# operand_unpack_stage

**operand_unpack_stage: cell classes on the final placement**

Drawn at 1.5 px/um.
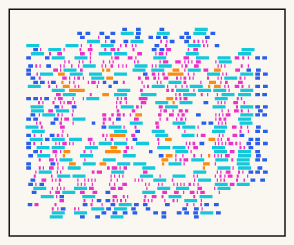
===== config.mk =====
export PLATFORM = sky130hd
export DESIGN_NAME = operand_unpack_stage
export DESIGN_NICKNAME = d
export VERILOG_FILES = /design/src/rtl/operand_unpack_stage_pkg.sv /design/src/rtl/operand_unpack_stage_classifier.sv /design/src/rtl/operand_unpack_stage.sv
export SDC_FILE = /design/constraint.sdc
export NUM_CORES = 1
export LEC_CHECK = 0
export ABC_CLOCK_PERIOD_IN_PS = 7500
export CAP_MARGIN = 0
export CELL_PAD_IN_SITES_DETAIL_PLACEMENT = 1
export CELL_PAD_IN_SITES_GLOBAL_PLACEMENT = 1
export CORE_ASPECT_RATIO = 0.8
export CORE_MARGIN = 10
export CORE_UTILIZATION = 30
export CTS_BUF_LIST = sky130_fd_sc_hd__clkbuf_8
export CTS_CLUSTER_SIZE = 8
export DETAILED_ROUTE_END_ITERATION = 8
export GPL_ROUTABILITY_DRIVEN = 0
export PLACE_DENSITY_LB_ADDON = 0.15
export SYNTH_ARGS = -nofsm -noshare
export SYNTH_HDL_FRONTEND = slang
export SYNTH_SLANG_ARGS = --single-unit

===== constraint.sdc =====
create_clock -name clk -period 7.5 [get_ports clk]
set_input_delay 1.875 -clock clk [delete_from_list [all_inputs] [get_ports clk]]
set_output_delay 1.875 -clock clk [all_outputs]
set_load 0.02 [all_outputs]

===== src/rtl/operand_unpack_stage_pkg.sv =====
// operand_class: shared operand classes, IEEE-754 binary32 constants and unpacked-operand records.
package operand_class;

    typedef enum logic [2:0] {ZERO, SUBNORMAL, NORMAL, INFINITY, QNAN, SNAN} operand_class;

    localparam logic [7:0] EXP_MAX        = 8'd255;
    localparam int         FRACTION_WIDTH = 23;

    typedef struct packed {
        logic                    sign;
        logic [7:0]              exponent;
        logic [FRACTION_WIDTH:0] fraction;
        operand_class            cls;
    } unpacked_t;

    typedef struct packed {
        unpacked_t a;
        unpacked_t b;
    } pair_t;

endpackage


===== src/rtl/operand_unpack_stage_classifier.sv =====
// operand_classifier: combinational binary32 unpack.
//   value    - raw binary32 operand
//   sign     - sign bit
//   exponent - effective biased exponent (subnormals report 1)
//   fraction - hidden bit plus 23-bit fraction
//   cls      - operand class
module operand_classifier
    import operand_class::*;
(
    input  logic [31:0]             value,
    output logic                    sign,
    output logic [7:0]              exponent,
    output logic [FRACTION_WIDTH:0] fraction,
    output operand_class            cls
);
    logic [7:0]                e;
    logic [FRACTION_WIDTH-1:0] f;
    logic                      e_zero;
    logic                      e_max;
    logic                      f_zero;

    assign e      = value[30:23];
    assign f      = value[FRACTION_WIDTH-1:0];
    assign e_zero = e == 8'd0;
    assign e_max  = e == EXP_MAX;
    assign f_zero = f == '0;

    always_comb begin
        sign     = value[31];
        exponent = e_zero ? {7'd0, ~f_zero} : e;
        fraction = {~e_zero, f};
        cls      = e_zero ? (f_zero ? ZERO : SUBNORMAL)
                 : e_max  ? (f_zero ? INFINITY : f[FRACTION_WIDTH-1] ? QNAN : SNAN)
                 : NORMAL;
    end
endmodule


===== src/rtl/operand_unpack_stage.sv =====
// operand_unpack_stage: registered unpack of an operand pair behind a 2-entry skid buffer.
//   clk, reset            - clock, asynchronous active-high reset
//   valid_in / ready_in   - upstream handshake (ready_in straight from a flop)
//   operand_a, operand_b  - binary32 operands
//   valid_out / ready_out - downstream handshake
//   sign_*, exponent_*, operand_fraction_*, class_* - unpacked fields
//   invalid               - either operand on the outputs is a signalling NaN
module operand_unpack_stage
    import operand_class::*;
(
    input  logic                    clk,
    input  logic                    reset,
    input  logic                    valid_in,
    output logic                    ready_in,
    input  logic [31:0]             operand_a,
    input  logic [31:0]             operand_b,
    output logic                    valid_out,
    input  logic                    ready_out,
    output logic                    sign_a,
    output logic                    sign_b,
    output logic [7:0]              exponent_a,
    output logic [7:0]              exponent_b,
    output logic [FRACTION_WIDTH:0] operand_fraction_a,
    output logic [FRACTION_WIDTH:0] operand_fraction_b,
    output operand_class            class_a,
    output operand_class            class_b,
    output logic                    invalid
);
    pair_t in_pair;
    pair_t main_q;
    pair_t skid_q;
    logic  in_xfer;
    logic  drain;

    operand_classifier u_class_a (
        .value    (operand_a),
        .sign     (in_pair.a.sign),
        .exponent (in_pair.a.exponent),
        .fraction (in_pair.a.fraction),
        .cls      (in_pair.a.cls)
    );

    operand_classifier u_class_b (
        .value    (operand_b),
        .sign     (in_pair.b.sign),
        .exponent (in_pair.b.exponent),
        .fraction (in_pair.b.fraction),
        .cls      (in_pair.b.cls)
    );

    assign in_xfer = valid_in && ready_in;
    // main register can take new data this edge: empty or being consumed
    assign drain   = !valid_out || ready_out;

    // ready_in doubles as the "skid empty" flag; an input transfer only
    // happens while skid is empty, so skid and in_pair never compete for main
    always_ff @(posedge clk or posedge reset) begin
        if (reset) begin
            valid_out <= 1'b0;
            ready_in  <= 1'b1;
            main_q    <= '0;
            skid_q    <= '0;
        end else if (drain) begin
            valid_out <= !ready_in || in_xfer;
            ready_in  <= 1'b1;
            if (!ready_in)
                main_q <= skid_q;
            else if (in_xfer)
                main_q <= in_pair;
        end else if (in_xfer) begin
            skid_q   <= in_pair;
            ready_in <= 1'b0;
        end
    end

    assign sign_a             = main_q.a.sign;
    assign sign_b             = main_q.b.sign;
    assign exponent_a         = main_q.a.exponent;
    assign exponent_b         = main_q.b.exponent;
    assign operand_fraction_a = main_q.a.fraction;
    assign operand_fraction_b = main_q.b.fraction;
    assign class_a            = main_q.a.cls;
    assign class_b            = main_q.b.cls;
    assign invalid            = main_q.a.cls == SNAN || main_q.b.cls == SNAN;
endmodule


==> flow_metrics.rpt <==
IMPLEMENTATION SUMMARY REPORT
----------------------------------------------------
[Final layout]
  Area grow syn2layout ........................ 31.88%
  Area taken by flip-flops and latches ........................ 0.003659 mm2
  Highest-count logic cell in the final layout ........................ sky130_fd_sc_hd__nand2_1
  Proportion of layout cells with a drive suffix above 1 ........................ 6.008%
  Nets ........................ 854
  Number of fill cells ........................ 2359
  Ant. Diodes ........................ 0

[Clocking]
  Clock slew at the register clock pins of the worst setup and hold paths ........................ 0.08 ns
  Number of CTS-inserted buffers ........................ 17
  Clock root buffer ........................ sky130_fd_sc_hd__clkbuf_8
  Insertion delay to the later sink of the worst-skew pair ........................ 0.45 ns
  Number of clock sinks ........................ 146
  Clock tree buffer depth ........................ 2
  Post-CTS Setup Repair Bufs ........................ 0

[Route]
  DRT iter0 DRCs ........................ 184
  Top metal layer carrying routed signals ........................ met4
  Post-detailed-route DRC marker count ........................ 0
  Total detailed-routing wirelength ........................ 18.86 mm
  Number of vias in the routed layout ........................ 5075
  Post-route antenna net violation count ........................ 0
  DR pass1 iterations ........................ 4

[Synthesis]
  Top cells, area ........................ sky130_fd_sc_hd__dfrtp_1 57%, sky130_fd_sc_hd__nand2_1 15%, sky130_fd_sc_hd__mux2i_1 9.8%
  Proportion of register bits with asynchronous set or reset after synthesis ........................ 100.0%
  Mapped cell area ........................ 0.006357 mm2
  Most common cell in the synthesized netlist ........................ sky130_fd_sc_hd__nand2_1
  Count of flip-flops with a built-in enable after synthesis ........................ 0
  Cell count listed in synth_stat.txt ........................ 661
  Distinct cell type count after synthesis ........................ 36
  Mean post-synth cell area ........................ 9.618 um2
  Dominant cell type by area after synthesis ........................ sky130_fd_sc_hd__dfrtp_1

[Worst setup path]
  Setup crit start kind ........................ flip-flop
  Number of cells on the critical path ........................ 1
  Reg-to-Reg Start ........................ ready_in$_DFFE_PP1P_
  Sum of buffers and inverters on the critical path ........................ 1
  Launch point of the critical path ........................ ready_in$_DFFE_PP1P_
  Slack of the worst reg-to-reg path ........................ 4.81 ns
  Endpoint of the most critical setup path ........................ ready_in

[Timing]
  Period Utilization, post-route ........................ 53.62%
  Peak Freq ........................ 248.7 MHz
  Final setup viols ........................ 0
  Max-Slew Margin vs Limit ........................ 41.69%
  Max-slew violation count ........................ 0

[Power]
  Reported clock group power ........................ 673 uW
  Power Total ........................ 2.277 mW
  Share of total power in combinational logic ........................ 24.8%
  Maximum VDD drop ........................ 101.7 uV
  Power consumed by combinational cells ........................ 565 uW
  Sw Pwr ........................ 702.8 uW
  Flop+latch power ........................ 1.04 mW
  Pint ........................ 1.574 mW
  P_leak ........................ 4.014 nW

[GRT]
  Met1 layer usage reported by global route ........................ 17.09%
  Gr usage total ........................ 13.93%
  Met3 usage ........................ 5.085%
  Via count of the first global-routing pass ........................ 5675
  Grt met2 use ........................ 22.64%

[Floorplan]
  Initial core utilization ........................ 30.63%
  Die Width ........................ 182.8 um
  Height of the die ........................ 150.2 um
  Area enclosed by the die boundary ........................ 0.02745 mm2

[Flow run]
  Tool Warnings ........................ 26
  Max Cap Violations ........................ 0

[Place]
  Post-detail-place hpwl ........................ 13.39 mm

[Min path]
  Endpoint of the worst hold-timing path ........................ skid_q[14]$_DFFE_PP0P_
  Hold path depth ........................ 2

[Run status]
  Status ........................ finished, final reports clean

----------------------------------------------------
## Picture notes: 'cell classes on the final placement' of operand_unpack_stage
[cyan] registers | cells: 146 | share of their area: 45%
[magenta] remaining logic cells | cells: 475 | share of their area: 31%
[orange] clock drivers and dummy loads | cells: 32 | share of their area: 5.3%
[blue] remaining buffers and delay cells | cells: 146 | share of their area: 18%
area inside the core boundary: 0.02076 mm2
Cell Rows: 47
sequential fraction of total cell area: 43.64%
Finished Cell Area: 0.008384 mm2

-- per-stage QoR --
step	setup WS [ns]	instances	hold slack [ns]	instance area [um2]	utilization, %
finish	3.478	1068	0.4766	8384	40.39
global route	3.353	1068	0.4976	8384	40.39
CTS	3.423	1068	0.4826	8384	40.39
detailed placement	3.109	1036	0.4672	7956	38.33
global placement	3.185	1036	0.4563	7956	38.33
floorplan	1.704	661	0.4450	6357	-
-- cell type report --
| class | count | area share, % |
|---|---|---|
| clock buffer | 19 | 3.119 |
| timing repair buffer | 146 | 17.31 |
| tap | 269 | 4.014 |
| inverter | 1 | 0.1045 |
| clock inverter | 13 | 1.985 |
| multi-input combinational | 474 | 29.83 |
| sequential | 146 | 43.64 |
-- cell families after synthesis --
logic type,after synthesis,share of synthesized area [%]
and+or+nand+nor,317,20.86
DFF,146,57.49
AOI/OAI and AO/OA,95,8.384
muxes,62,9.762
buffers and inverters,41,3.503
-- registers in the layout, indices dropped and copies added, names as in the netlist --
name	flops
class_a	3
ready_in	1
valid_out	1
class_b	3
operand_fraction_a	24
sign_b	1
sign_a	1
exponent_b	8
exponent_a	8
operand_fraction_b	24
skid_q	72

# load_store_unit

**load_store_unit: routed metal, one color a layer**

Drawn at 2 px/um.
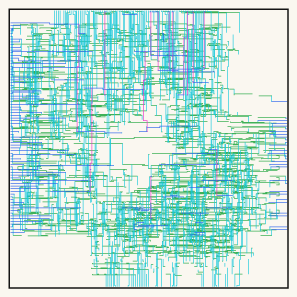
**load_store_unit: cell density map**

Drawn at 3 px/um. 14 x 14 tiles, from black (low) to pale yellow (high), 0 to 100% covered.
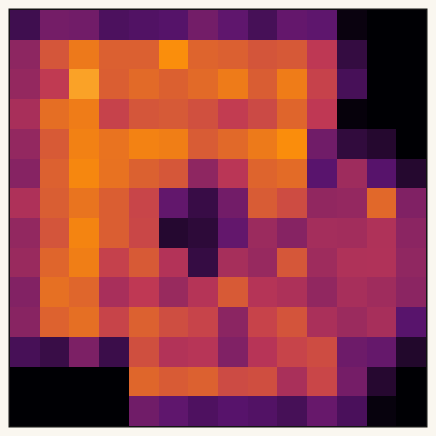
--- src/rtl/load_store_unit.sv ---
// Memory-stage load/store sequencer: one request per handshake, one-cycle memory strobe,
// registered response. Optional alignment trap enabled by defining MISALIGN_TRAP_EN.
module load_store_unit #(
    parameter int unsigned ADDR_W = 8,
    parameter int unsigned DATA_W = 32,
    parameter int unsigned TAG_W  = 5
) (
    input  logic              clk_i,
    input  logic              reset_i,
    input  logic              req_valid_i,
    output logic              req_ready_o,
    input  logic              req_we_i,
    input  logic [2:0]        req_funct3_i,
    input  logic [DATA_W-1:0] req_base_i,
    input  logic [DATA_W-1:0] req_offset_i,
    input  logic [DATA_W-1:0] req_wdata_i,
    input  logic [TAG_W-1:0]  req_rd_i,
    output logic              resp_valid_o,
    input  logic              resp_ready_i,
    output logic [DATA_W-1:0] resp_rdata_o,
    output logic [TAG_W-1:0]  resp_rd_o,
    output logic              resp_err_o,
    output logic [ADDR_W-1:0] mem_addr_o,
    output logic [DATA_W-1:0] mem_write_data_o,
    output logic              mem_read_o,
    output logic              mem_write_o,
    output logic              mem_signed_unsigned_o,
    output logic [1:0]        mem_size_o,
    input  logic [DATA_W-1:0] mem_read_data_i
);

    typedef enum logic [1:0] {StIdle, StIssue, StCapture, StResp} state_e;

    state_e state_q, state_d;

    logic              req_ready_q, req_ready_d;
    logic              resp_valid_q, resp_valid_d;
    logic [DATA_W-1:0] resp_rdata_q, resp_rdata_d;
    logic [TAG_W-1:0]  resp_rd_q, resp_rd_d;
    logic              resp_err_q, resp_err_d;
    logic [ADDR_W-1:0] mem_addr_q, mem_addr_d;
    logic [DATA_W-1:0] mem_wdata_q, mem_wdata_d;
    logic              mem_read_q, mem_read_d;
    logic              mem_write_q, mem_write_d;
    logic              mem_su_q, mem_su_d;
    logic [1:0]        mem_size_q, mem_size_d;

    logic [DATA_W-1:0] eff;
    logic              accept;
    logic              f3_bad;
    logic              range_bad;
    logic              align_bad;
    logic              req_err;

    // Request decode, evaluated on the raw inputs during the accept cycle.
    always_comb begin
        eff       = req_base_i + req_offset_i;
        accept    = req_valid_i & req_ready_q;
        if (req_we_i) begin
            f3_bad = req_funct3_i[2] | (req_funct3_i[1:0] == 2'b11);
        end else begin
            f3_bad = (req_funct3_i[1:0] == 2'b11) | (req_funct3_i == 3'b110);
        end
        range_bad = |eff[DATA_W-1:ADDR_W];
`ifdef MISALIGN_TRAP_EN
        align_bad = ((req_funct3_i[1:0] == 2'b01) & eff[0]) |
                    ((req_funct3_i[1:0] == 2'b10) & (eff[1:0] != 2'b00));
`else
        align_bad = 1'b0;
`endif
        req_err   = f3_bad | range_bad | align_bad;
    end

    always_ff @(posedge clk_i) begin
        if (reset_i) begin
            state_q      <= StIdle;
            req_ready_q  <= 1'b1;
            resp_valid_q <= 1'b0;
            resp_rdata_q <= '0;
            resp_rd_q    <= '0;
            resp_err_q   <= 1'b0;
            mem_addr_q   <= '0;
            mem_wdata_q  <= '0;
            mem_read_q   <= 1'b0;
            mem_write_q  <= 1'b0;
            mem_su_q     <= 1'b0;
            mem_size_q   <= 2'b00;
        end else begin
            state_q      <= state_d;
            req_ready_q  <= req_ready_d;
            resp_valid_q <= resp_valid_d;
            resp_rdata_q <= resp_rdata_d;
            resp_rd_q    <= resp_rd_d;
            resp_err_q   <= resp_err_d;
            mem_addr_q   <= mem_addr_d;
            mem_wdata_q  <= mem_wdata_d;
            mem_read_q   <= mem_read_d;
            mem_write_q  <= mem_write_d;
            mem_su_q     <= mem_su_d;
            mem_size_q   <= mem_size_d;
        end
    end

    always_comb begin
        state_d = state_q;
        unique case (state_q)
            StIdle:    if (accept) state_d = req_err ? StResp : StIssue;
            StIssue:   state_d = mem_read_q ? StCapture : StResp;
            StCapture: state_d = StResp;
            StResp:    if (resp_ready_i) state_d = StIdle;
            default:   state_d = StIdle;
        endcase
    end

    // Output registers load the values that belong to the state being entered.
    always_comb begin
        req_ready_d  = req_ready_q;
        resp_valid_d = resp_valid_q;
        resp_rdata_d = resp_rdata_q;
        resp_rd_d    = resp_rd_q;
        resp_err_d   = resp_err_q;
        mem_addr_d   = mem_addr_q;
        mem_wdata_d  = mem_wdata_q;
        mem_su_d     = mem_su_q;
        mem_size_d   = mem_size_q;
        mem_read_d   = 1'b0;
        mem_write_d  = 1'b0;
        unique case (state_q)
            StIdle: begin
                if (accept) begin
                    req_ready_d  = 1'b0;
                    resp_rd_d    = req_rd_i;
                    resp_rdata_d = '0;
                    resp_err_d   = req_err;
                    resp_valid_d = req_err;
                    if (!req_err) begin
                        mem_read_d  = ~req_we_i;
                        mem_write_d = req_we_i;
                        mem_addr_d  = eff[ADDR_W-1:0];
                        mem_wdata_d = req_wdata_i;
                        mem_su_d    = ~req_we_i & req_funct3_i[2];
                        mem_size_d  = req_funct3_i[1:0] + 2'd1;
                    end
                end
            end
            StIssue: begin
                if (!mem_read_q) resp_valid_d = 1'b1;
            end
            StCapture: begin
                resp_rdata_d = mem_read_data_i;
                resp_valid_d = 1'b1;
            end
            StResp: begin
                if (resp_ready_i) begin
                    resp_valid_d = 1'b0;
                    req_ready_d  = 1'b1;
                end
            end
            default: ;
        endcase
    end

    assign req_ready_o           = req_ready_q;
    assign resp_valid_o          = resp_valid_q;
    assign resp_rdata_o          = resp_rdata_q;
    assign resp_rd_o             = resp_rd_q;
    assign resp_err_o            = resp_err_q;
    assign mem_addr_o            = mem_addr_q;
    assign mem_write_data_o      = mem_wdata_q;
    assign mem_read_o            = mem_read_q;
    assign mem_write_o           = mem_write_q;
    assign mem_signed_unsigned_o = mem_su_q;
    assign mem_size_o            = mem_size_q;

endmodule

--- config.mk ---
export PLATFORM = sky130hd
export DESIGN_NAME = load_store_unit
export DESIGN_NICKNAME = d
export VERILOG_FILES = /design/src/rtl/load_store_unit.sv
export SDC_FILE = /design/constraint.sdc
export NUM_CORES = 1
export LEC_CHECK = 0
export ABC_CLOCK_PERIOD_IN_PS = 5250
export CAP_MARGIN = 20
export CELL_PAD_IN_SITES_DETAIL_PLACEMENT = 1
export CELL_PAD_IN_SITES_GLOBAL_PLACEMENT = 1
export CORE_MARGIN = 4
export CORE_UTILIZATION = 31
export DETAILED_ROUTE_END_ITERATION = 10
export HOLD_SLACK_MARGIN = 0.05
export PLACE_DENSITY = 0.82
export SLEW_MARGIN = 25
export SYNTH_ARGS = -nofsm -noshare
export SYNTH_HDL_FRONTEND = slang
export SYNTH_SLANG_ARGS = --single-unit
export TNS_END_PERCENT = 20
--- constraint.sdc ---
create_clock -name clk_i -period 5.25 [get_ports clk_i]
set_input_delay 1.05 -clock clk_i [delete_from_list [all_inputs] [get_ports clk_i]]
set_output_delay 1.05 -clock clk_i [all_outputs]
set_load 0.05 [all_outputs]
==> flow_metrics.rpt <==
IMPLEMENTATION SUMMARY REPORT
----------------------------------------------------
[Timing]
  Minimum period implied by the final worst setup slack ........................ 4.937 ns
  Fin Setup TNS ........................ 0 ns
  Clock tree skew after final layout ........................ 0.005901 ns

[Final layout]
  Area-dominant cell class after layout ........................ logic gates
  Area grow syn2layout ........................ 54.92%
  Multi-input gate share of total cell area ........................ 40.03%
  Multi-input gates ........................ 485

[Route]
  Routed length per instance ........................ 19.17 um
  Routed length on met1 ........................ 8.495 mm
  Post-route antenna net violation count ........................ 0
  Routed vias/inst ........................ 5.252

[Clocking]
  TritonCTS clock tree ........................ yes
  Number of CTS-inserted buffers ........................ 9

[Synthesis]
  Top post-synthesis cells by count ........................ 100 x sky130_fd_sc_hd__nor2_1, 87 x sky130_fd_sc_hd__dfxtp_1, 51 x sky130_fd_sc_hd__a21oi_1, 46 x sky130_fd_sc_hd__mux2i_1, 43 x sky130_fd_sc_hd__nand2_1
  Distinct cell type count after synthesis ........................ 69
  Complex Gates by Area ........................ 22.03%
  XOR Share, Synth ........................ 2.151%
  Mapped cell area ........................ 0.005293 mm2
  Top cells, area ........................ sky130_fd_sc_hd__dfxtp_1 33%, sky130_fd_sc_hd__ha_1 9.0%, sky130_fd_sc_hd__mux2i_1 8.7%

[Worst setup path]
  CP Data Required Time ........................ 5.44 ns
  Top Family by Delay on Critical Path ........................ simple AND/OR/NAND/NOR gates
  Launch point of the critical path ........................ req_offset_i[0]
  Reg-to-Reg Start ........................ state_q[0]$_SDFFE_PP0P_
  Arrival time of data at the critical path endpoint ........................ 5.13 ns

[Run status]
  Status ........................ finished, final reports clean

[Flow run]
  Tool Warnings ........................ 31

[Place]
  # port buffers ........................ 225

[GRT]
  Overflow after GRT ........................ 0

----------------------------------------------------
Notes on 'routed metal, one color a layer' of load_store_unit above:
[green] M1 | wire length: 8500 um
[magenta] M4 | wire length: 479 um
[cyan] M2 | wire length: 10200 um
[blue] M3 | wire length: 1540 um
gr usage total: 21.09%
total detailed-routing wirelength: 20.74 mm

Notes on 'cell density map' of load_store_unit above:
tiles over 75% full: 1.5%
nearly empty tiles: 10%
mean over tiles: 41%
area inside the core boundary: 0.01664 mm2
initial core utilization: 31.80%

## how the worst min path moves through the flow
stage	startpoint	end	depth (start not counted)
after floorplan	state_q[0]$_SDFFE_PP0P_	state_q[0]$_SDFFE_PP0P_	2
after global placement	resp_rd_o[0]$_SDFFE_PP0P_	resp_rd_o[0]$_SDFFE_PP0P_	2
after detailed placement	resp_rd_o[3]$_SDFFE_PP0P_	resp_rd_o[3]$_SDFFE_PP0P_	2
after CTS	resp_rd_o[3]$_SDFFE_PP0P_	resp_rd_o[3]$_SDFFE_PP0P_	2
after global routing	resp_rd_o[3]$_SDFFE_PP0P_	resp_rd_o[3]$_SDFFE_PP0P_	2
final	resp_rd_o[0]$_SDFFE_PP0P_	resp_rd_o[0]$_SDFFE_PP0P_	2
## flip-flops by register name, summed over array words and instances (netlist names), 2 cells and up
name / count
state_q: 2
resp_rd_o: 5
mem_addr_o: 8
resp_rdata_o: 32
mem_size_o: 2
mem_write_data_o: 32
## power breakdown
group | total [mW] | switching (mW) | internal (mW)
registers | 0.769 | 0.0443 | 0.725
clock network | 0.659 | 0.263 | 0.397
logic | 1.03 | 0.621 | 0.411
## timing repair
item	4_1_cts	5_1_grt
setup endpoints to repair	0	36
resized	0	2
setup buffers	0	0

# mem_bus_arbiter_flat

**mem_bus_arbiter_flat: clock routing**

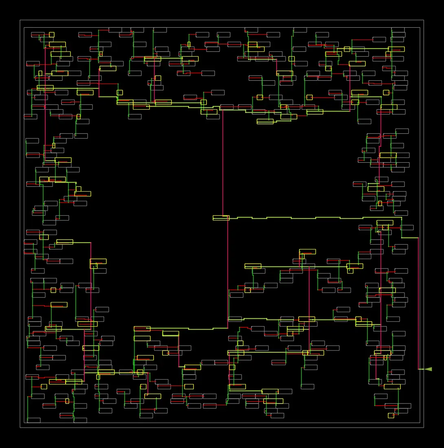
**mem_bus_arbiter_flat: cell classes on the final placement**

Drawn at 1 px/um.
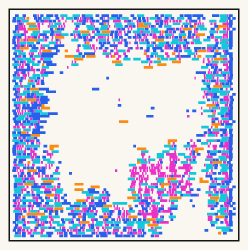
`src/rtl/mem_bus_arbiter_pkg.sv`:
```
// Shared types and defaults for the I-cache/D-cache memory bus arbiter.
package mem_bus_arbiter_pkg;

  localparam int unsigned PHY_LEN     = 20;
  localparam int unsigned MBLEN       = 128;
  localparam int unsigned ARB_TIMEOUT = 255;

  typedef enum logic [1:0] {IDLE, ISSUE, WAIT, RESP} arb_state_t;
  typedef enum logic {OWN_IC, OWN_DC} owner_t;
  typedef logic [MBLEN-1:0] mem_line_t;

endpackage

```
`src/rtl/mem_bus_arbiter_if.sv`:
```
// Cache-side and memory-side signals of the arbiter; slave is the arbiter's view.
interface mem_bus_arbiter_if
  import mem_bus_arbiter_pkg::*;
#(
  parameter int unsigned ADDR_W = PHY_LEN,
  parameter int unsigned LINE_W = MBLEN
);

  logic              ic_req_i;
  logic [ADDR_W-1:0] ic_addr_i;
  logic              ic_gnt_o;
  logic              ic_rvalid_o;

  logic              dc_req_i;
  logic              dc_we_i;
  logic [ADDR_W-1:0] dc_addr_i;
  logic [LINE_W-1:0] dc_wdata_i;
  logic              dc_gnt_o;
  logic              dc_rvalid_o;

  logic [LINE_W-1:0] rdata_o;
  logic              err_o;

  logic              mem_req_o;
  logic              mem_we_o;
  logic [ADDR_W-1:0] mem_addr_o;
  logic [LINE_W-1:0] mem_wdata_o;
  logic              mem_ack_i;
  logic              mem_rvalid_i;
  logic [LINE_W-1:0] mem_rdata_i;

  modport slave (
    input  ic_req_i, ic_addr_i, dc_req_i, dc_we_i, dc_addr_i, dc_wdata_i,
           mem_ack_i, mem_rvalid_i, mem_rdata_i,
    output ic_gnt_o, ic_rvalid_o, dc_gnt_o, dc_rvalid_o, rdata_o, err_o,
           mem_req_o, mem_we_o, mem_addr_o, mem_wdata_o
  );

  modport master (
    output ic_req_i, ic_addr_i, dc_req_i, dc_we_i, dc_addr_i, dc_wdata_i,
           mem_ack_i, mem_rvalid_i, mem_rdata_i,
    input  ic_gnt_o, ic_rvalid_o, dc_gnt_o, dc_rvalid_o, rdata_o, err_o,
           mem_req_o, mem_we_o, mem_addr_o, mem_wdata_o
  );

endinterface

```
`src/rtl/mem_bus_arbiter_rr_arb2.sv`:
```
// Two-way round-robin picker; bit 0 = I-cache, bit 1 = D-cache.
module rr_arb2 (
  input  logic       clk,
  input  logic       rst,
  input  logic       en,
  input  logic [1:0] req,
  output logic [1:0] gnt
);

  // Set when the D-cache was served last; reset favours the D-cache on a tie.
  logic last_dc;

  always_comb begin
    gnt = '0;
    if (en) begin
      if (req == 2'b11) gnt = last_dc ? 2'b01 : 2'b10;
      else              gnt = req;
    end
  end

  always_ff @(posedge clk) begin
    if (rst)       last_dc <= 1'b0;
    else if (|gnt) last_dc <= gnt[1];
  end

endmodule

```
`src/rtl/mem_bus_arbiter.sv`:
```
// Shares the memory bus between I-cache and D-cache, one transaction at a time,
// with a watchdog that aborts a hung transaction and flags it on err_o.
module mem_bus_arbiter
  import mem_bus_arbiter_pkg::*;
#(
  parameter int unsigned ADDR_W  = PHY_LEN,
  parameter int unsigned LINE_W  = MBLEN,
  parameter int unsigned TIMEOUT = ARB_TIMEOUT
) (
  input logic              clk,
  input logic              rst,
  mem_bus_arbiter_if.slave bus
);

  arb_state_t        state_q;
  owner_t            owner_q;
  logic              mem_req_q;
  logic              mem_we_q;
  logic [ADDR_W-1:0] mem_addr_q;
  logic [LINE_W-1:0] mem_wdata_q;
  logic [LINE_W-1:0] rdata_q;
  logic              ic_rvalid_q;
  logic              dc_rvalid_q;
  logic              err_q;
  logic [31:0]       cnt_q;

  logic       idle;
  logic       busy;
  logic [1:0] req;
  logic [1:0] gnt;
  logic       complete;
  logic       timeout_hit;
  logic       abort;

  assign idle = (state_q == IDLE);
  assign busy = (state_q == ISSUE) || (state_q == WAIT);
  assign req  = {bus.dc_req_i, bus.ic_req_i};

  rr_arb2 u_rr_arb2 (
    .clk (clk),
    .rst (rst),
    .en  (idle),
    .req (req),
    .gnt (gnt)
  );

  // A completion seen in the same cycle as the watchdog expiry wins over the abort.
  assign complete    = ((state_q == ISSUE) && bus.mem_ack_i && bus.mem_rvalid_i) ||
                       ((state_q == WAIT) && bus.mem_rvalid_i);
  assign timeout_hit = (TIMEOUT != 0) && (cnt_q == TIMEOUT - 1);
  assign abort       = busy && !complete && timeout_hit;

  always_ff @(posedge clk) begin
    if (rst) begin
      state_q     <= IDLE;
      owner_q     <= OWN_IC;
      mem_req_q   <= 1'b0;
      mem_we_q    <= 1'b0;
      mem_addr_q  <= '0;
      mem_wdata_q <= '0;
      rdata_q     <= '0;
      ic_rvalid_q <= 1'b0;
      dc_rvalid_q <= 1'b0;
      err_q       <= 1'b0;
      cnt_q       <= '0;
    end else begin
      ic_rvalid_q <= 1'b0;
      dc_rvalid_q <= 1'b0;
      err_q       <= 1'b0;
      case (state_q)
        IDLE: begin
          if (|gnt) begin
            owner_q     <= gnt[1] ? OWN_DC : OWN_IC;
            mem_we_q    <= gnt[1] & bus.dc_we_i;
            mem_addr_q  <= gnt[1] ? bus.dc_addr_i : bus.ic_addr_i;
            mem_wdata_q <= gnt[1] ? bus.dc_wdata_i : '0;
            mem_req_q   <= 1'b1;
            cnt_q       <= '0;
            state_q     <= ISSUE;
          end
        end
        ISSUE, WAIT: begin
          cnt_q <= cnt_q + 32'd1;
          if (complete || abort) begin
            ic_rvalid_q <= (owner_q == OWN_IC);
            dc_rvalid_q <= (owner_q == OWN_DC);
            err_q       <= abort;
            mem_req_q   <= 1'b0;
            if (complete && !mem_we_q) rdata_q <= bus.mem_rdata_i;
            state_q     <= RESP;
          end else if ((state_q == ISSUE) && bus.mem_ack_i) begin
            mem_req_q <= 1'b0;
            state_q   <= WAIT;
          end
        end
        RESP:    state_q <= IDLE;
        default: state_q <= IDLE;
      endcase
    end
  end

  assign bus.ic_gnt_o    = gnt[0];
  assign bus.dc_gnt_o    = gnt[1];
  assign bus.ic_rvalid_o = ic_rvalid_q;
  assign bus.dc_rvalid_o = dc_rvalid_q;
  assign bus.rdata_o     = rdata_q;
  assign bus.err_o       = err_q;
  assign bus.mem_req_o   = mem_req_q;
  assign bus.mem_we_o    = mem_we_q;
  assign bus.mem_addr_o  = mem_addr_q;
  assign bus.mem_wdata_o = mem_wdata_q;

endmodule
```
`src/flat_wrapper.sv`:
```
// flat-port wrapper written by rule: the top's interface ports become plain ports
module mem_bus_arbiter_flat import mem_bus_arbiter_pkg::*;
#(
  parameter int unsigned ADDR_W  = PHY_LEN,
  parameter int unsigned LINE_W  = MBLEN,
  parameter int unsigned TIMEOUT = ARB_TIMEOUT
)
  (clk, rst, bus_ic_req_i, bus_ic_addr_i, bus_dc_req_i, bus_dc_we_i, bus_dc_addr_i, bus_dc_wdata_i, bus_mem_ack_i, bus_mem_rvalid_i, bus_mem_rdata_i, bus_ic_gnt_o, bus_ic_rvalid_o, bus_dc_gnt_o, bus_dc_rvalid_o, bus_rdata_o, bus_err_o, bus_mem_req_o, bus_mem_we_o, bus_mem_addr_o, bus_mem_wdata_o);
  mem_bus_arbiter_if #(.ADDR_W(ADDR_W), .LINE_W(LINE_W)) bus_i ();
  input logic clk;
  input logic rst;
  input wire logic [$bits(bus_i.ic_req_i)-1:0] bus_ic_req_i;
  input wire logic [$bits(bus_i.ic_addr_i)-1:0] bus_ic_addr_i;
  input wire logic [$bits(bus_i.dc_req_i)-1:0] bus_dc_req_i;
  input wire logic [$bits(bus_i.dc_we_i)-1:0] bus_dc_we_i;
  input wire logic [$bits(bus_i.dc_addr_i)-1:0] bus_dc_addr_i;
  input wire logic [$bits(bus_i.dc_wdata_i)-1:0] bus_dc_wdata_i;
  input wire logic [$bits(bus_i.mem_ack_i)-1:0] bus_mem_ack_i;
  input wire logic [$bits(bus_i.mem_rvalid_i)-1:0] bus_mem_rvalid_i;
  input wire logic [$bits(bus_i.mem_rdata_i)-1:0] bus_mem_rdata_i;
  output wire logic [$bits(bus_i.ic_gnt_o)-1:0] bus_ic_gnt_o;
  output wire logic [$bits(bus_i.ic_rvalid_o)-1:0] bus_ic_rvalid_o;
  output wire logic [$bits(bus_i.dc_gnt_o)-1:0] bus_dc_gnt_o;
  output wire logic [$bits(bus_i.dc_rvalid_o)-1:0] bus_dc_rvalid_o;
  output wire logic [$bits(bus_i.rdata_o)-1:0] bus_rdata_o;
  output wire logic [$bits(bus_i.err_o)-1:0] bus_err_o;
  output wire logic [$bits(bus_i.mem_req_o)-1:0] bus_mem_req_o;
  output wire logic [$bits(bus_i.mem_we_o)-1:0] bus_mem_we_o;
  output wire logic [$bits(bus_i.mem_addr_o)-1:0] bus_mem_addr_o;
  output wire logic [$bits(bus_i.mem_wdata_o)-1:0] bus_mem_wdata_o;
  assign bus_i.ic_req_i = bus_ic_req_i;
  assign bus_i.ic_addr_i = bus_ic_addr_i;
  assign bus_i.dc_req_i = bus_dc_req_i;
  assign bus_i.dc_we_i = bus_dc_we_i;
  assign bus_i.dc_addr_i = bus_dc_addr_i;
  assign bus_i.dc_wdata_i = bus_dc_wdata_i;
  assign bus_i.mem_ack_i = bus_mem_ack_i;
  assign bus_i.mem_rvalid_i = bus_mem_rvalid_i;
  assign bus_i.mem_rdata_i = bus_mem_rdata_i;
  assign bus_ic_gnt_o = bus_i.ic_gnt_o;
  assign bus_ic_rvalid_o = bus_i.ic_rvalid_o;
  assign bus_dc_gnt_o = bus_i.dc_gnt_o;
  assign bus_dc_rvalid_o = bus_i.dc_rvalid_o;
  assign bus_rdata_o = bus_i.rdata_o;
  assign bus_err_o = bus_i.err_o;
  assign bus_mem_req_o = bus_i.mem_req_o;
  assign bus_mem_we_o = bus_i.mem_we_o;
  assign bus_mem_addr_o = bus_i.mem_addr_o;
  assign bus_mem_wdata_o = bus_i.mem_wdata_o;
  mem_bus_arbiter #(.ADDR_W(ADDR_W), .LINE_W(LINE_W), .TIMEOUT(TIMEOUT)) u_core (.clk(clk), .rst(rst), .bus(bus_i));
endmodule
```
`config.mk`:
```
export PLATFORM = sky130hd
export DESIGN_NAME = mem_bus_arbiter_flat
export DESIGN_NICKNAME = d
export VERILOG_FILES = /design/src/rtl/mem_bus_arbiter_pkg.sv /design/src/rtl/mem_bus_arbiter_if.sv /design/src/rtl/mem_bus_arbiter_rr_arb2.sv /design/src/rtl/mem_bus_arbiter.sv /design/src/flat_wrapper.sv
export SDC_FILE = /design/constraint.sdc
export NUM_CORES = 1
export LEC_CHECK = 0
export ABC_AREA = 1
export CAP_MARGIN = 20
export CORE_AREA = 2 2 226 228
export CTS_CLUSTER_DIAMETER = 40
export DETAILED_ROUTE_END_ITERATION = 6
export DIE_AREA = 0 0 228 230
export GPL_ROUTABILITY_DRIVEN = 0
export PLACE_DENSITY = 0.64
export SYNTH_ARGS = -nofsm -noshare
export SYNTH_HDL_FRONTEND = slang
export SYNTH_SLANG_ARGS = --single-unit
```
`constraint.sdc`:
```
create_clock -name clk -period 2.1 [get_ports clk]
set_clock_uncertainty 0.2 [all_clocks]
set_input_delay 0.42 -clock clk [delete_from_list [all_inputs] [get_ports clk]]
set_output_delay 0.42 -clock clk [all_outputs]
set_load 0.01 [all_outputs]
```
==> flow_metrics.rpt <==
IMPLEMENTATION SUMMARY REPORT
----------------------------------------------------
[Final layout]
  Most frequent logic cells in the routed design ........................ 394 x sky130_fd_sc_hd__nand2_1, 380 x sky130_fd_sc_hd__clkdlybuf4s50_1, 315 x sky130_fd_sc_hd__dfxtp_1, 253 x sky130_fd_sc_hd__nor2_1, 202 x sky130_fd_sc_hd__dlygate4sd2_1
  Count of non-CTS buffers in the layout ........................ 693
  Inverter count of the layout excluding clock inverters ........................ 71
  Fraction of area in clock buffers and inverters ........................ 8.484%
  Ant. Diodes ........................ 0
  Area taken by flip-flops and latches ........................ 0.006349 mm2
  Area grow syn2layout ........................ 82.38%
  Highest-count logic cell in the final layout ........................ sky130_fd_sc_hd__nand2_1
  Nets ........................ 2541

[Worst setup path]
  Reg-to-Reg End ........................ u_core.bus.rdata_o[114]$_SDFFE_PP0P_
  Number of cells on the critical path ........................ 5
  Arrival time of data at the critical path endpoint ........................ 1.62 ns
  CP Data Required Time ........................ 1.48 ns
  Endpoint of the most critical setup path ........................ bus_ic_gnt_o
  Top Family by Delay on Critical Path ........................ flip-flops
  Register-to-Register Path Depth ........................ 13
  Maximum cell stage delay along the critical path ........................ 0.32 ns
  Critical path class ........................ flip-flop to output port
  Setup crit start kind ........................ flip-flop
  Reg-to-Reg Start ........................ u_core.state_q[0]$_SDFFE_PP0P_

[Synthesis]
  Dominant cell type by area after synthesis ........................ sky130_fd_sc_hd__dfxtp_1
  Count of flip-flops with a built-in enable after synthesis ........................ 0
  Mean post-synth cell area ........................ 7.466 um2
  Yosys warning count ........................ 0
  Most common cell in the synthesized netlist ........................ sky130_fd_sc_hd__nand2_1
  Share of Yosys cell area claimed by the top area cell type ........................ 53.90%
  Mapped cell area ........................ 0.01177 mm2
  Top cells, area ........................ sky130_fd_sc_hd__dfxtp_1 54%, sky130_fd_sc_hd__nand2_1 13%, sky130_fd_sc_hd__nor2_1 9.8%
  Area reported by Yosys stat ........................ 0.01177 mm2
  Post-Synthesis Net Count ........................ 1887

[Clocking]
  Clock root buffer ........................ sky130_fd_sc_hd__clkbuf_16
  Number of CTS-inserted buffers ........................ 54
  TritonCTS clock tree ........................ yes
  Post-CTS Setup Repair Bufs ........................ 21
  Clock tree buffer depth ........................ 3
  Insertion delay to the later sink of the worst-skew pair ........................ 0.58 ns
  Clock slew at the register clock pins of the worst setup and hold paths ........................ 0.06 ns
  Number of clock sinks ........................ 317
  Count of H-tree levels built during CTS ........................ 2

[Route]
  Post-detailed-route DRC marker count ........................ 0
  Total detailed-routing wirelength ........................ 49.29 mm
  Number of vias in the routed layout ........................ 12970
  Post-route antenna net violation count ........................ 0
  Routed vias/inst ........................ 4.400

[Timing]
  Max-Slew Margin vs Limit ........................ 69.65%
  Fin Setup TNS ........................ -3.314 ns
  Period Utilization, post-route ........................ 106.9%
  Final setup viols ........................ 79
  Post-Route Hold Slack ........................ 0.2037 ns
  Setup slack after layout ........................ -0.1450 ns
  Peak Freq ........................ 445.4 MHz
  Final count of hold timing violations ........................ 0

[Flow run]
  Max Cap Violations ........................ 0
  Tool Warnings ........................ 33

[Run status]
  Status ........................ finished, violations left
  Failing checks ........................ negative setup slack

[Min path]
  HP Class ........................ primary input to flip-flop

[Floorplan]
  Die Width ........................ 228 um
  Area inside the core boundary ........................ 0.04986 mm2

[Place]
  Placed inst area ........................ 0.01868 mm2

[Power]
  Areal power density over the cells ........................ 1101 mW/mm2
  P_leak ........................ 9.436 nW

[GRT]
  Gr usage total ........................ 17.73%
  Overflow after GRT ........................ 0

----------------------------------------------------
## Picture notes: 'clock routing' of mem_bus_arbiter_flat
flop count: 317
reported clock group power: 8.71 mW
Clock buffer cells: 63

## Picture notes: 'cell classes on the final placement' of mem_bus_arbiter_flat
[magenta] remaining logic cells | cells: 1165 | share of their area: 26%
[cyan] registers | cells: 317 | share of their area: 31%
[orange] clock drivers and dummy loads | cells: 101 | share of their area: 8.8%
[blue] remaining buffers and delay cells | cells: 693 | share of their area: 35%
Cell Rows: 82
Final Core Density: 43.06%
sequential fraction of total cell area: 29.57%

==> report_power, final <==
part | switching, mW | total [mW] | internal [mW]
clock | 3.30 | 8.71 | 5.41
combinational | 4.00 | 7.57 | 3.57
sequential | 0.446 | 7.36 | 6.91
==> per-stage QoR <==
stage,setup slack (ns),utilization (%),std cells,total power [mW]
floorplan,0.09687,-,1577,10.41
global placement,-0.6186,37.47,2801,14.17
detailed placement,-0.5864,37.47,2801,14.27
CTS,-0.2229,42.37,2939,23.64
global route,-0.2415,43.06,2948,24.80
finish,-0.1450,43.06,2948,23.64
==> logic make-up (layout without fill, tap and decap cells) <==
kind of cell    count (synthesis)  in the layout  synth area share (%)
compound gates                307            307                 13.27
simple gates                  779            779                 26.26
flops                         317            317                 53.90
fa+ha+maj                       7              7                0.7439
xor+xnor                        1              1               0.07440
buf+inv                       166            865                 5.749
==> per-layer routing <==
metal	global-route usage, %	up-vias	routed length [um]
met5	0	-	36
met4	7.700	6	1858
met3	6.101	101	4308
met2	31.36	543	24160
met1	19.19	5953	18920
li1	-	6368	-

# oper_block_mul

## config.mk

```make
export PLATFORM = sky130hd
export DESIGN_NAME = oper_block_mul
export DESIGN_NICKNAME = d
export VERILOG_FILES = /design/src/rtl/myy_mul_pkg.sv /design/src/rtl/oper_block_mul_addsub9.sv /design/src/rtl/oper_block_mul.sv
export SDC_FILE = /design/constraint.sdc
export NUM_CORES = 1
export LEC_CHECK = 0
export CAP_MARGIN = 20
export CORE_MARGIN = 8
export CORE_UTILIZATION = 40
export CTS_CLUSTER_SIZE = 28
export DETAILED_ROUTE_END_ITERATION = 8
export PLACE_DENSITY_LB_ADDON = 0.08
export SLEW_MARGIN = 20
export SYNTH_ARGS = -nofsm -noshare
export SYNTH_HDL_FRONTEND = slang
export SYNTH_SLANG_ARGS = --single-unit
```

## constraint.sdc

```tcl
create_clock -name clk -period 4 [get_ports clk]
set_clock_uncertainty 0.05 [all_clocks]
set_input_delay 0.4 -clock clk [delete_from_list [all_inputs] [get_ports clk]]
set_output_delay 0.4 -clock clk [all_outputs]
set_load 0.01 [all_outputs]
```

## src/rtl/myy_mul_pkg.sv

```systemverilog
// Shared constants for the multiplier control/datapath interface.
package myy_mul_pkg;

  localparam int unsigned OPW = 8;
  localparam int unsigned PW  = 9;
  localparam int unsigned RW  = 16;
  localparam int unsigned YW  = 10;
  localparam int unsigned XW  = 3;

  // Control word bit positions
  localparam int unsigned Y_LDA  = 0;
  localparam int unsigned Y_LDB  = 1;
  localparam int unsigned Y_CLRP = 2;
  localparam int unsigned Y_ADD  = 3;
  localparam int unsigned Y_SUB  = 4;
  localparam int unsigned Y_SHR  = 5;
  localparam int unsigned Y_LDR  = 6;
  localparam int unsigned Y_CLRR = 7;
  localparam int unsigned Y_SETV = 8;
  localparam int unsigned Y_CLRV = 9;

  // Condition vector bit positions
  localparam int unsigned X_F1 = 0;
  localparam int unsigned X_F2 = 1;
  localparam int unsigned X_F3 = 2;

endpackage : myy_mul_pkg

```

## src/rtl/oper_block_mul_addsub9.sv

```systemverilog
// Combinational 9-bit adder/subtractor, modulo 2^9.
module addsub9
  import myy_mul_pkg::*;
(
  input  logic [PW-1:0] a,
  input  logic [PW-1:0] b,
  input  logic          sub,
  output logic [PW-1:0] sum_c
);

  // a - b when sub is set, otherwise a + b
  always_comb begin
    sum_c = PW'(a + b);
    if (sub) begin
      sum_c = PW'(a - b);
    end
  end

endmodule : addsub9

```

## src/rtl/oper_block_mul.sv

```systemverilog
// Datapath for signed 8x8 shift-add multiplication under microprogram control.
module oper_block_mul
  import myy_mul_pkg::*;
(
  input  logic            clk,
  input  logic            set,
  input  logic [YW-1:0]   y,
  input  logic [OPW-1:0]  din_a,
  input  logic [OPW-1:0]  din_b,
  output logic [XW-1:0]   x,
  output logic [RW-1:0]   res,
  output logic            valid
);

  logic [OPW-1:0] a_q;
  logic [OPW-1:0] b_q;
  logic [PW-1:0]  p_q;
  logic [RW-1:0]  r_q;
  logic           v_q;

  logic [PW-1:0]  arith_c;
  logic [PW-1:0]  p_arith;
  logic [PW-1:0]  p_next;
  logic [OPW-1:0] b_next;

  addsub9 u_addsub9 (
    .a     (p_q),
    .b     ({a_q[OPW-1], a_q}),
    .sub   (y[Y_SUB]),
    .sum_c (arith_c)
  );

  // P/B next values: arithmetic first, then shift; clear and load take priority
  always_comb begin
    p_arith = p_q;
    if (y[Y_ADD] || y[Y_SUB]) begin
      p_arith = arith_c;
    end
    p_next = p_arith;
    if (y[Y_SHR]) begin
      p_next = {p_arith[PW-1], p_arith[PW-1:1]};
    end
    if (y[Y_CLRP]) begin
      p_next = '0;
    end
    b_next = b_q;
    if (y[Y_SHR]) begin
      b_next = {p_arith[0], b_q[OPW-1:1]};
    end
    if (y[Y_LDB]) begin
      b_next = din_b;
    end
  end

  // Operand A register
  always_ff @(posedge clk) begin
    if (set) begin
      a_q <= '0;
    end else if (y[Y_LDA]) begin
      a_q <= din_a;
    end
  end

  // Partial product P and multiplier/low product B
  always_ff @(posedge clk) begin
    if (set) begin
      p_q <= '0;
      b_q <= '0;
    end else begin
      p_q <= p_next;
      b_q <= b_next;
    end
  end

  // Result register R; clear wins over load
  always_ff @(posedge clk) begin
    if (set) begin
      r_q <= '0;
    end else if (y[Y_CLRR]) begin
      r_q <= '0;
    end else if (y[Y_LDR]) begin
      r_q <= {p_q[OPW-1:0], b_q};
    end
  end

  // Valid flag; clear wins over set
  always_ff @(posedge clk) begin
    if (set) begin
      v_q <= 1'b0;
    end else if (y[Y_CLRV]) begin
      v_q <= 1'b0;
    end else if (y[Y_SETV]) begin
      v_q <= 1'b1;
    end
  end

  // Branch conditions straight from the registers
  always_comb begin
    x       = '0;
    x[X_F1] = b_q[0];
    x[X_F2] = (a_q == '0) || (b_q == '0);
    x[X_F3] = p_q[PW-1];
  end

  assign res   = r_q;
  assign valid = v_q;

endmodule : oper_block_mul

```

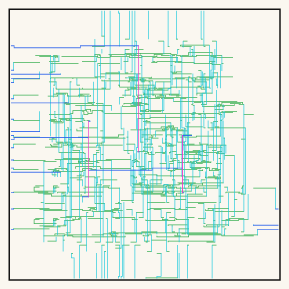
**Above:** oper_block_mul (routed metal, one color a layer).
Drawn at 3 px/um.
[magenta] M4 | wire length: 79.6 um
[blue] M3 | wire length: 202 um
[cyan] M2 | wire length: 2410 um
[green] M1 | wire length: 2260 um

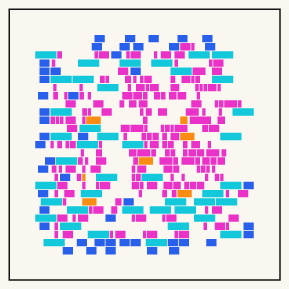
**Above:** oper_block_mul (cell classes on the final placement).
Drawn at 3 px/um.
[orange] clock drivers and dummy loads | cells: 7 | share of their area: 3.0%
[magenta] remaining logic cells | cells: 197 | share of their area: 48%
[cyan] registers | cells: 42 | share of their area: 32%
[blue] remaining buffers and delay cells | cells: 47 | share of their area: 18%

==> flow_metrics.rpt <==
IMPLEMENTATION SUMMARY REPORT
----------------------------------------------------
[Clocking]
  TritonCTS clock tree ........................ yes
  Clock tree buffer depth ........................ 2
  Post-CTS Setup Repair Bufs ........................ 0
  Number of clock sinks ........................ 42
  Clock slew at the register clock pins of the worst setup and hold paths ........................ 0.08 ns
  Quantity of gates resized following cts ........................ 0
  Clock root buffer ........................ sky130_fd_sc_hd__clkbuf_8

[GRT]
  GR peak layer ........................ met2
  Met3 usage ........................ 3.824%
  Grt met2 use ........................ 20.43%
  Via count of the first global-routing pass ........................ 1839
  Wire length of the first global-routing pass ........................ 8.335 mm

[Final layout]
  Area grow syn2layout ........................ 26.09%
  Fraction of area in clock buffers and inverters ........................ 2.917%
  Flop count ........................ 42
  Logic area ........................ 0.001245 mm2
  Finished Cell Area ........................ 0.002745 mm2
  Nets ........................ 331
  Highest-count logic cell in the final layout ........................ sky130_fd_sc_hd__nor2_1
  Inverter count of the layout excluding clock inverters ........................ 5

[Route]
  Number of vias in the routed layout ........................ 1778
  Routed length per instance ........................ 13.56 um
  DR pass1 iterations ........................ 4
  Post-route antenna net violation count ........................ 0
  Post-detailed-route DRC marker count ........................ 0

[Synthesis]
  Main synth FF type ........................ sky130_fd_sc_hd__dfxtp_1
  Count of flip-flops with a built-in enable after synthesis ........................ 0
  XOR Share, Synth ........................ 4.828%
  Flops out of synthesis ........................ 42
  Top cells, area ........................ sky130_fd_sc_hd__dfxtp_1 39%, sky130_fd_sc_hd__mux2i_1 17%, sky130_fd_sc_hd__nor2_1 9.8%
  Share of Yosys cell area claimed by the top area cell type ........................ 38.62%
  Cells after Synth ........................ 256
  Post-Synthesis Net Count ........................ 294
  Mux frac, synth ........................ 16.55%
  Distinct cell type count after synthesis ........................ 34
  Dominant cell type by area after synthesis ........................ sky130_fd_sc_hd__dfxtp_1
  Top post-synthesis cells by count ........................ 57 x sky130_fd_sc_hd__nor2_1, 42 x sky130_fd_sc_hd__dfxtp_1, 36 x sky130_fd_sc_hd__mux2i_1, 25 x sky130_fd_sc_hd__a21oi_1

[Timing]
  RSZ-0062 raised after global routing ........................ false
  Final count of hold timing violations ........................ 0
  Transition time at the pin with the least slew margin ........................ 0.9713 ns
  Fin Setup TNS ........................ 0 ns
  Minimum period implied by the final worst setup slack ........................ 2.950 ns

[Min path]
  HP Start ........................ res[9]$_SDFFE_PP0P_
  HP Class ........................ flip-flop to flip-flop
  Endpoint of the worst hold-timing path ........................ res[9]$_SDFFE_PP0P_

[Floorplan]
  Area enclosed by the die boundary ........................ 0.008060 mm2
  Height of the die ........................ 89.78 um
  Tap cell instance count ........................ 72

[Worst setup path]
  Reg-to-Reg Start ........................ a_q[0]$_SDFFE_PP0P_
  Largest fanout on the critical path ........................ 5
  CP Data Required Time ........................ 3.55 ns
  Slack of the worst reg-to-reg path ........................ 1.06 ns
  Arrival time of data at the critical path endpoint ........................ 2.50 ns

[Place]
  Post-detail-place hpwl ........................ 3.802 mm
  Weighted congestion at the end of routability-driven global placement ........................ 0.7599
  # port buffers ........................ 47

[Power]
  P_leak ........................ 1.122 nW

[Flow run]
  Tool Warnings ........................ 26

[Run status]
  Status ........................ finished, final reports clean

----------------------------------------------------
## metrics by stage
stage	worst slack (ns)	hold slack [ns]	util (%)	total power, mW
6_report	1.050	0.4441	51.11	1.028
5_1_grt	0.8249	0.4784	51.11	1.097
4_1_cts	1.007	0.4503	51.11	1.043
3_5_place_dp	0.8131	0.4314	49.62	0.7771
3_3_place_gp	0.8290	0.4269	49.62	0.7777
2_1_floorplan	1.317	0.4268	-	0.6950
## where the power goes
| part | switching, mW | internal, mW | total, mW |
|---|---|---|---|
| logic | 0.146 | 0.153 | 0.299 |
| registers | 0.0242 | 0.441 | 0.466 |
| clock network | 0.144 | 0.120 | 0.264 |
| total | 0.314 | 0.714 | 1.03 |
## worst max-delay path by stage
stage | endpoint | cells after the start
floorplan | p_q[6]$_SDFF_PP0_ | 13
global placement | p_q[7]$_SDFF_PP0_ | 11
finish | x[1] | 6
global route | p_q[7]$_SDFF_PP0_ | 14
detailed placement | p_q[6]$_SDFF_PP0_ | 10
CTS | x[1] | 6
## per-layer routing
metal  vias up  share of wire (%)
met5         -                  0
met2        26                 49
li1        946                  -
met3         8                4.1
met1       798                 46
met4         0                1.6


## Gallery

Cell density map.
image #1
Drawn at 2 px/um. 18 x 15 tiles, from black (low) to pale yellow (high), 0 to 100% covered.
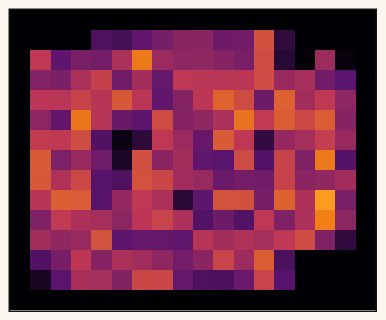
image #2
Drawn at 1.5 px/um. 23 x 23 tiles, from black (low) to pale yellow (high), 0 to 100% covered.
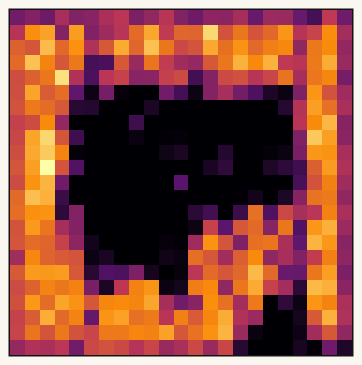
image #3
Drawn at 4 px/um. 9 x 9 tiles, from black (low) to pale yellow (high), 0 to 100% covered.
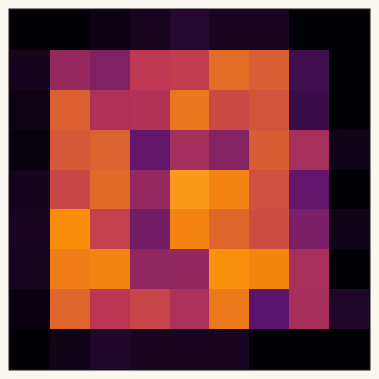
- highest utilization: image #3
| picture | from |
|---|---|
| image #3 | oper_block_mul |
| image #1 | operand_unpack_stage |
| image #2 | mem_bus_arbiter_flat |

Key to image #3:
emptiest ninth of the die: top right
densest ninth of the die: middle
fullest tile: 78%
tiles over 75% full: 2.5%

No activity file was given, so power comes from the tool's default toggle rates.
